# block 1

Fig. 1: block 1, track usage over the die
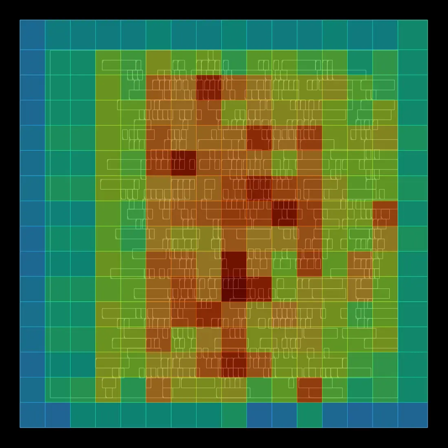

===== src/rtl/csa_accumulator.sv =====
// Carry-save multi-operand accumulator: one full-adder row per accepted operand, then iterative
// carry resolution to a binary sum on a valid/ready output. Optional operand counter: CSA_ACC_COUNT_EN.
module csa_accumulator #(
    parameter int WIDTH = 8,
    parameter int ACC_W = 16
) (
    input  logic             clk,
    input  logic             rst_n,
    input  logic             in_valid,
    output logic             in_ready,
    input  logic [WIDTH-1:0] in_data,
    input  logic             clear,
    input  logic             resolve_req,
    output logic             out_valid,
    input  logic             out_ready,
    output logic [ACC_W-1:0] out_sum,
`ifdef CSA_ACC_COUNT_EN
    output logic [ACC_W-1:0] out_count,
`endif
    output logic             out_ovf
);

    typedef enum logic [1:0] {
        ST_ACCUM   = 2'd0,
        ST_RESOLVE = 2'd1,
        ST_OUTPUT  = 2'd2
    } state_e;

    state_e             state_q, state_d;
    logic [ACC_W-1:0]   sum_q, sum_d;
    logic [ACC_W-1:0]   carry_q, carry_d;
    logic               ovf_q, ovf_d;
    logic               out_valid_q, out_valid_d;
    logic [ACC_W-1:0]   out_sum_q, out_sum_d;
    logic               out_ovf_q, out_ovf_d;

    logic [ACC_W-1:0]   x_ext;
    logic [ACC_W-1:0]   s_base, c_base, maj, fold;
    logic               ovf_base;
    logic               accept;

`ifdef CSA_ACC_COUNT_EN
    logic [ACC_W-1:0]   cnt_q, cnt_d, cnt_base;
    logic [ACC_W-1:0]   out_count_q, out_count_d;
`endif

    function automatic logic [ACC_W-1:0] maj3(input logic [ACC_W-1:0] a,
                                              input logic [ACC_W-1:0] b,
                                              input logic [ACC_W-1:0] c);
        return (a & b) | (a & c) | (b & c);
    endfunction

    assign in_ready  = (state_q == ST_ACCUM);
    assign out_valid = out_valid_q;
    assign out_sum   = out_sum_q;
    assign out_ovf   = out_ovf_q;
`ifdef CSA_ACC_COUNT_EN
    assign out_count = out_count_q;
`endif

    assign x_ext  = {{(ACC_W-WIDTH){1'b0}}, in_data};
    assign accept = in_valid && (state_q == ST_ACCUM);

    always_comb begin
        state_d     = state_q;
        sum_d       = sum_q;
        carry_d     = carry_q;
        ovf_d       = ovf_q;
        out_valid_d = out_valid_q;
        out_sum_d   = out_sum_q;
        out_ovf_d   = out_ovf_q;
        // clear takes effect before any operand accepted in the same cycle
        s_base      = clear ? '0 : sum_q;
        c_base      = clear ? '0 : carry_q;
        ovf_base    = clear ? 1'b0 : ovf_q;
        maj         = maj3(s_base, c_base, x_ext);
        fold        = sum_q & carry_q;
`ifdef CSA_ACC_COUNT_EN
        cnt_d       = cnt_q;
        out_count_d = out_count_q;
        cnt_base    = clear ? '0 : cnt_q;
`endif

        unique case (state_q)
            ST_ACCUM: begin
                if (accept) begin
                    sum_d   = s_base ^ c_base ^ x_ext;
                    carry_d = {maj[ACC_W-2:0], 1'b0};
                    ovf_d   = ovf_base | maj[ACC_W-1];
                end else begin
                    sum_d   = s_base;
                    carry_d = c_base;
                    ovf_d   = ovf_base;
                end
`ifdef CSA_ACC_COUNT_EN
                if (accept && (cnt_base != '1))
                    cnt_d = cnt_base + 1'b1;
                else
                    cnt_d = cnt_base;
`endif
                if (resolve_req)
                    state_d = ST_RESOLVE;
            end

            ST_RESOLVE: begin
                if (carry_q == '0) begin
                    out_sum_d   = sum_q;
                    out_ovf_d   = ovf_q;
                    out_valid_d = 1'b1;
`ifdef CSA_ACC_COUNT_EN
                    out_count_d = cnt_q;
`endif
                    state_d     = ST_RESOLVE == state_q ? ST_OUTPUT : state_q;
                end else begin
                    // half-adder step; a carry pushed past the MSB is lost and recorded
                    sum_d   = sum_q ^ carry_q;
                    carry_d = {fold[ACC_W-2:0], 1'b0};
                    ovf_d   = ovf_q | fold[ACC_W-1];
                end
            end

            ST_OUTPUT: begin
                if (out_ready) begin
                    out_valid_d = 1'b0;
                    sum_d       = '0;
                    carry_d     = '0;
                    ovf_d       = 1'b0;
`ifdef CSA_ACC_COUNT_EN
                    cnt_d       = '0;
`endif
                    state_d     = ST_ACCUM;
                end
            end

            default: state_d = ST_ACCUM;
        endcase
    end

    always_ff @(posedge clk or negedge rst_n) begin
        if (!rst_n) begin
            state_q     <= ST_ACCUM;
            sum_q       <= '0;
            carry_q     <= '0;
            ovf_q       <= 1'b0;
            out_valid_q <= 1'b0;
            out_sum_q   <= '0;
            out_ovf_q   <= 1'b0;
        end else begin
            state_q     <= state_d;
            sum_q       <= sum_d;
            carry_q     <= carry_d;
            ovf_q       <= ovf_d;
            out_valid_q <= out_valid_d;
            out_sum_q   <= out_sum_d;
            out_ovf_q   <= out_ovf_d;
        end
    end

`ifdef CSA_ACC_COUNT_EN
    always_ff @(posedge clk or negedge rst_n) begin
        if (!rst_n) begin
            cnt_q       <= '0;
            out_count_q <= '0;
        end else begin
            cnt_q       <= cnt_d;
            out_count_q <= out_count_d;
        end
    end
`endif

endmodule


===== config.mk =====
export PLATFORM = sky130hd
export DESIGN_NAME = csa_accumulator
export DESIGN_NICKNAME = d
export VERILOG_FILES = /design/src/rtl/csa_accumulator.sv
export SDC_FILE = /design/constraint.sdc
export NUM_CORES = 1
export LEC_CHECK = 0
export ABC_AREA = 1
export CORE_MARGIN = 8
export CORE_UTILIZATION = 40
export DETAILED_ROUTE_END_ITERATION = 10
export DONT_BUFFER_PORTS = 1
export GPL_TIMING_DRIVEN = 0
export RECOVER_POWER = 25
export SETUP_SLACK_MARGIN = 0.5
export SYNTH_ARGS = -nofsm -noshare
export SYNTH_HDL_FRONTEND = slang
export SYNTH_SLANG_ARGS = --single-unit

===== constraint.sdc =====
create_clock -name clk -period 2.9 [get_ports clk]
set_clock_uncertainty 0.2 [all_clocks]
set_input_delay 0.435 -clock clk [delete_from_list [all_inputs] [get_ports clk]]
set_output_delay 0.435 -clock clk [all_outputs]
set_load 0.02 [all_outputs]

# block 2

==> src/rtl/craps_pkg.sv <==
// Shared constants for the craps game front end.
// Holds the button bus width, the 10 ms debounce interval at 100 MHz and
// the button channel index assignments used by the game FSM.
package craps_pkg;

  localparam int unsigned BTN_W         = 4;
  localparam int unsigned DEBOUNCE_10MS = 1000000;

  // Button channel indices within the BTN_W-wide bus
  localparam int unsigned BTN_ROLL    = 0;
  localparam int unsigned BTN_NEWGAME = 1;
  localparam int unsigned BTN_SPARE2  = 2;
  localparam int unsigned BTN_SPARE3  = 3;

endpackage

==> src/rtl/debounce_chan.sv <==
// Single-bit debounce channel: stable level register, run-length counter
// and one-cycle press/release pulse registers.
// A change on sync_sig is accepted only after it has differed from the
// stable level for DEBOUNCE_CYCLES consecutive clock edges.
// Optional macro DEBOUNCE_RELEASE_PULSE_EN builds the release pulse
// register; otherwise release_pulse is tied to 0.
// Ports:
//   Clk100MHz     - system clock
//   reset         - synchronous, active-high reset
//   sync_sig      - synchronised raw button level
//   btn_level     - debounced level (registered)
//   press_pulse   - one-cycle pulse on accepted 0->1 (registered)
//   release_pulse - one-cycle pulse on accepted 1->0 (registered, optional)
module debounce_chan #(
  parameter int unsigned DEBOUNCE_CYCLES = 4,
  parameter int unsigned CNT_W           = $clog2(DEBOUNCE_CYCLES + 1)
) (
  input  logic Clk100MHz,
  input  logic reset,
  input  logic sync_sig,
  output logic btn_level,
  output logic press_pulse,
  output logic release_pulse
);

  localparam logic [CNT_W-1:0] CntLast = CNT_W'(DEBOUNCE_CYCLES - 1);

  logic             level_q, level_d;
  logic [CNT_W-1:0] cnt_q, cnt_d;
  logic             press_q, press_d;
`ifdef DEBOUNCE_RELEASE_PULSE_EN
  logic             release_q, release_d;
`endif

  always_comb begin
    level_d = level_q;
    cnt_d   = '0;
    press_d = 1'b0;
`ifdef DEBOUNCE_RELEASE_PULSE_EN
    release_d = 1'b0;
`endif
    // Matching input restarts the run, discarding any short glitch
    if (sync_sig != level_q) begin
      if (cnt_q == CntLast) begin
        level_d = sync_sig;
        press_d = sync_sig;
`ifdef DEBOUNCE_RELEASE_PULSE_EN
        release_d = ~sync_sig;
`endif
      end else begin
        cnt_d = cnt_q + CNT_W'(1);
      end
    end
  end

  always_ff @(posedge Clk100MHz) begin
    if (reset) begin
      level_q <= 1'b0;
      cnt_q   <= '0;
      press_q <= 1'b0;
    end else begin
      level_q <= level_d;
      cnt_q   <= cnt_d;
      press_q <= press_d;
    end
  end

`ifdef DEBOUNCE_RELEASE_PULSE_EN
  always_ff @(posedge Clk100MHz) begin
    if (reset) begin
      release_q <= 1'b0;
    end else begin
      release_q <= release_d;
    end
  end

  assign release_pulse = release_q;
`else
  assign release_pulse = 1'b0;
`endif

  assign btn_level   = level_q;
  assign press_pulse = press_q;

endmodule

==> src/rtl/button_debounce_pulse.sv <==
// Multi-channel button debouncer with press/release pulse generation.
// Consumes the synchroniser's sync_sig bus and emits debounced levels
// plus one-cycle pulses; every channel is an independent debounce_chan.
// Optional macro DEBOUNCE_RELEASE_PULSE_EN enables release_pulse
// (otherwise it reads constant 0).
// Ports:
//   Clk100MHz     - 100 MHz system clock
//   reset         - synchronous, active-high reset
//   sync_sig      - WIDTH synchronised raw button levels
//   btn_level     - WIDTH debounced levels
//   press_pulse   - WIDTH one-cycle press pulses
//   release_pulse - WIDTH one-cycle release pulses
module button_debounce_pulse
  import craps_pkg::*;
#(
  parameter int unsigned WIDTH           = BTN_W,
  parameter int unsigned DEBOUNCE_CYCLES = DEBOUNCE_10MS
) (
  input  logic             Clk100MHz,
  input  logic             reset,
  input  logic [WIDTH-1:0] sync_sig,
  output logic [WIDTH-1:0] btn_level,
  output logic [WIDTH-1:0] press_pulse,
  output logic [WIDTH-1:0] release_pulse
);

  localparam int unsigned CNT_W = $clog2(DEBOUNCE_CYCLES + 1);

  for (genvar i = 0; i < WIDTH; i++) begin : g_chan
    debounce_chan #(
      .DEBOUNCE_CYCLES(DEBOUNCE_CYCLES),
      .CNT_W          (CNT_W)
    ) u_chan (
      .Clk100MHz    (Clk100MHz),
      .reset        (reset),
      .sync_sig     (sync_sig[i]),
      .btn_level    (btn_level[i]),
      .press_pulse  (press_pulse[i]),
      .release_pulse(release_pulse[i])
    );
  end

endmodule
==> config.mk <==
export PLATFORM = sky130hd
export DESIGN_NAME = button_debounce_pulse
export DESIGN_NICKNAME = d
export VERILOG_FILES = /design/src/rtl/craps_pkg.sv /design/src/rtl/debounce_chan.sv /design/src/rtl/button_debounce_pulse.sv
export SDC_FILE = /design/constraint.sdc
export NUM_CORES = 1
export LEC_CHECK = 0
export CAP_MARGIN = 10
export CORE_MARGIN = 4
export CORE_UTILIZATION = 41
export CTS_BUF_LIST = sky130_fd_sc_hd__clkbuf_4 sky130_fd_sc_hd__clkbuf_8
export DETAILED_ROUTE_END_ITERATION = 8
export GPL_TIMING_DRIVEN = 1
export HOLD_SLACK_MARGIN = 0.02
export PLACE_DENSITY = 0.67
export RECOVER_POWER = 100
export SYNTH_ARGS = -nofsm -noshare
export SYNTH_HDL_FRONTEND = slang
export SYNTH_SLANG_ARGS = --single-unit
==> constraint.sdc <==
create_clock -name Clk100MHz -period 5.9 [get_ports Clk100MHz]
set_input_delay 0.885 -clock Clk100MHz [delete_from_list [all_inputs] [get_ports Clk100MHz]]
set_output_delay 0.885 -clock Clk100MHz [all_outputs]
set_load 0.01 [all_outputs]
Fig. 2: block 2, wire density map
21 x 21 tiles, from dark blue (low) to red (high), scaled to the fullest tile. Values are wire area over tile area, all layers added.
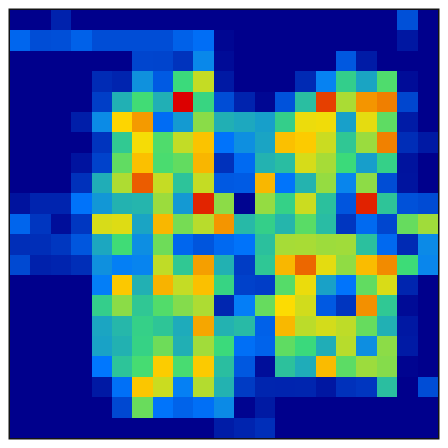
nearly empty tiles = 31%
densest ninth of the die = centre
emptiest ninth of the die = upper left
fullest tile = 0.36
mean over tiles = 0.10

==> impl_metrics.csv, block 2 <==
group,metric,value,unit
global_route,grt_use_met3,0.03359,
run_status,status,"finished, violations left",
power_and_ir_drop,seqPwrFrac,0.572,
run_status,violations,"capacitance limit, slew limit",
die,core,9684,µm²
sta,setup_ws,2613,ps
global_route,grt_util_met1,0.1852,
final_layout,largest_reg_flops,80,
logic_synthesis,ys_seq_frac,0.4344,
sta,period_used_share,0.5572,
logic_synthesis,ys_cells,478,
logic_synthesis,synthArstFlopShare,0,
sta,maxSlewViolCount,20,
run,cap_viol_max_count,1,
die,initial_core_util,0.4187,
power_and_ir_drop,power_switching,0.2261,mW
final_layout,nFlopsAndLatches,88,
setup_path,crit_family,"AND-OR/OR-AND gates",
final_layout,finalNetCount,492,
final_layout,register_area,1762,µm²
logic_synthesis,ys_chip_area,4055,µm²
final_layout,finish.instance_area,4399,µm²
sta,fin_tns_setup,0,ps
clock_network,ctsResizeCount,0,
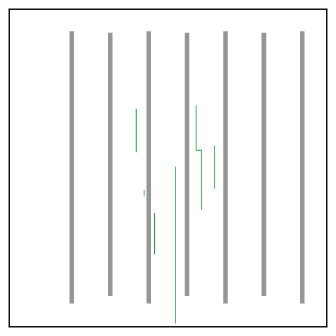
Fig. 3. M4 wires (block 1).
Supply wires on this layer in grey.
main direction = vertical
wire length on this layer = 140 µm
nets with wire on the layer = 5

## Picture notes: Fig. 1
GR peak layer: met2
final core utilization: 0.4308
met1 usage: 0.2153

==> impl_metrics.csv, block 1 <==
group,metric,value,unit
final_layout,clock_area_frac,0.02211,
global_route,grt_max_degree,54,
hold_path,min_path_cells,4,
setup_path,cp-end-kind,"flip-flop",
logic_synthesis,ys_seq_frac,0.3624,
final_layout,final_layout_size_suffix_gt1_frac,0.07207,
setup_path,crit_buf_inv,3,
power_and_ir_drop,pg_comb,2.08,mW
run,tool_warnings,29,
routing,firstDrtPassIters,5,
clock_network,clock_latency,310,ps
final_layout,final_layout_top_logic_cells,"nand2_1 (249), dfrtp_1 (53), o21ai_0 (45)",
final_layout,register_area,1326,µm²
final_layout,diodes,0,
final_layout,bufAreaShareNonClock,0.04422,
hold_path,hp-class,"primary input to flip-flop",
clock_network,numCtsBuffers,5,
logic_synthesis,synthMuxAreaShare,0,
sta,fmax,441.5,MHz
logic_synthesis,flop_cell,"dfrtp_1",
routing,drc,0,
run_status,status,"finished clean",
sta,period_needed,2265,ps
final_layout,lay_top_count,"nand2_1",
sta,rsz0062_at_grt,"false",
final_layout,comb_cells,423,
final_layout,nFlopsAndLatches,53,
global_route,grt_pass1_wl,17080,µm

# block 3

## src/rtl/sat_counter.sv

```systemverilog
// Saturating event counter: counts inc pulses, sticks at all-ones.
module sat_counter #(
    parameter int W = 16
) (
    input  logic         clk,
    input  logic         reset,
    input  logic         inc,
    output logic [W-1:0] count
);

    always_ff @(posedge clk or negedge reset) begin
        if (!reset) begin
            count <= '0;
        end else if (inc && (count != {W{1'b1}})) begin
            count <= count + W'(1);
        end
    end

endmodule

```

## config.mk

```make
export PLATFORM = sky130hd
export DESIGN_NAME = sat_counter
export DESIGN_NICKNAME = d
export VERILOG_FILES = /design/src/rtl/sat_counter.sv
export SDC_FILE = /design/constraint.sdc
export NUM_CORES = 1
export LEC_CHECK = 0
export CORE_MARGIN = 8
export CORE_UTILIZATION = 40
export CTS_CLUSTER_SIZE = 20
export DETAILED_ROUTE_END_ITERATION = 6
export DONT_BUFFER_PORTS = 1
export GPL_TIMING_DRIVEN = 1
export PLACE_DENSITY = 0.53
export RECOVER_POWER = 25
export SYNTH_ARGS = -nofsm -noshare
export SYNTH_HDL_FRONTEND = slang
export SYNTH_SLANG_ARGS = --single-unit
```

## constraint.sdc

```tcl
create_clock -name clk -period 1.8 [get_ports clk]
set_input_delay 0.36 -clock clk [delete_from_list [all_inputs] [get_ports clk]]
set_output_delay 0.36 -clock clk [all_outputs]
set_load 0.05 [all_outputs]
```

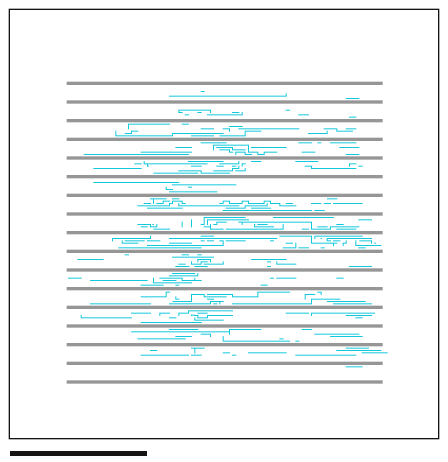
Fig. 4. Signal wires on met1 (block 3).
Bar = 20 µm. Supply wires on this layer in grey.
longest straight run = 17.0 µm
main direction = horizontal
nets with wire on the layer = 90

==> impl_metrics.csv <==
group,metric,value,unit
final_layout,lay_top_count,"buf_4",
run_status,status,"finished clean",
setup_path,crit_arrival,1730,ps
logic_synthesis,yosysTopAreaCellShare,0.4658,
logic_synthesis,aoi_share,0.1325,
setup_path,endpoint,"count[10]",
routing,drc,0,
setup_path,reg2reg_depth,5,
final_layout,nFillCells,181,
global_route,grt_pass1_wl,3284,µm
sta,slew_headroom,0.5257,
routing,firstDrtPassIters,4,
logic_synthesis,synth-edff-count,0,
setup_path,r2r_setup_slack,250,ps
placement,dpl.cell_count,115,
die,initial_core_util,0.4294,
final_layout,largest_class,"multi-input combinational cells",
hold_path,hp-class,"primary input to flip-flop",
global_route,grt_pass1_vias,653,
power_and_ir_drop,power_leader,"combinational logic",
final_layout,final_core_util,0.5313,
hold_path,min_to,"count[0]",
power_and_ir_drop,total_power,1.324,mW
die,core.rowCount,16,
routing,wl,2045,µm
power_and_ir_drop,power_switching,0.6063,mW
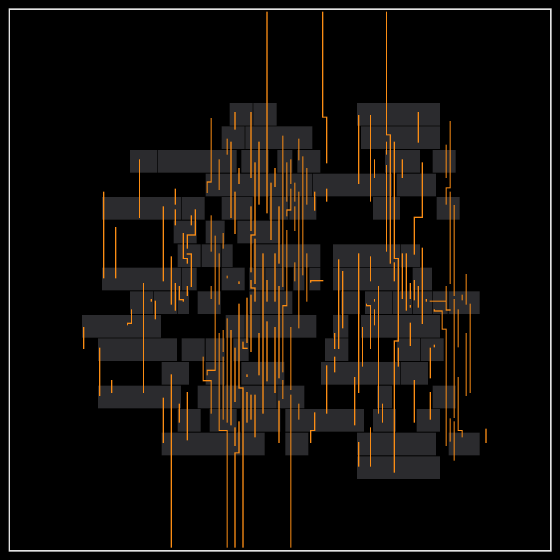
Fig. 5. Signal wires on met2 (block 3).
Cells faint in the background.
share of all routed wire = 47%
longest straight run = 23.2 µm
nets with wire on the layer = 87



==> screenshots <==
Metal 3.
image #1
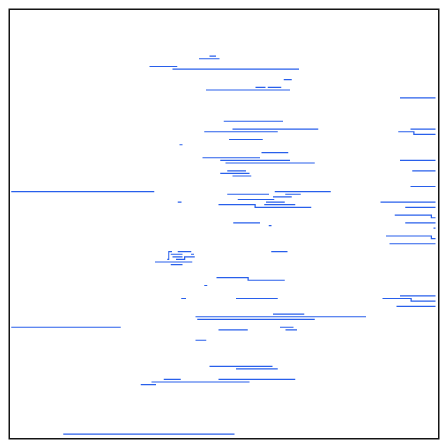
image #2
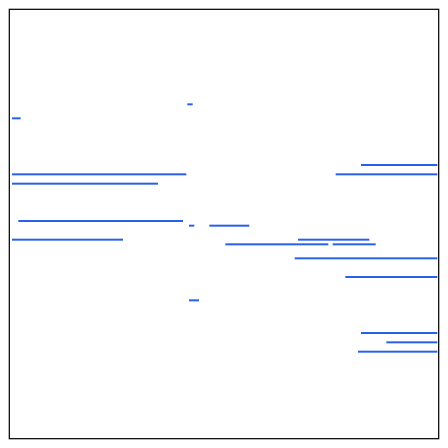
image #3
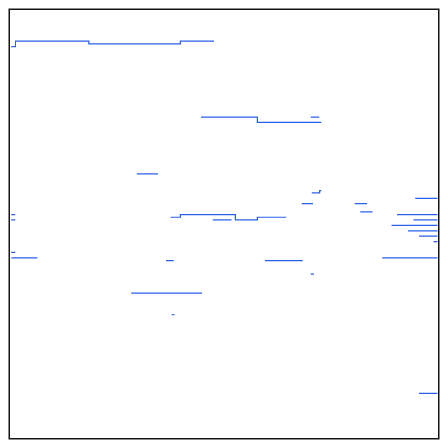
Image #3 comes from block 2.
Image #1 comes from block 1.
Image #2 comes from block 3.

Key to image #2:
wire length on this layer = 213 µm
share of all routed wire = 10%
longest straight run = 25.1 µm
nets with wire on the layer = 14
main direction = horizontal

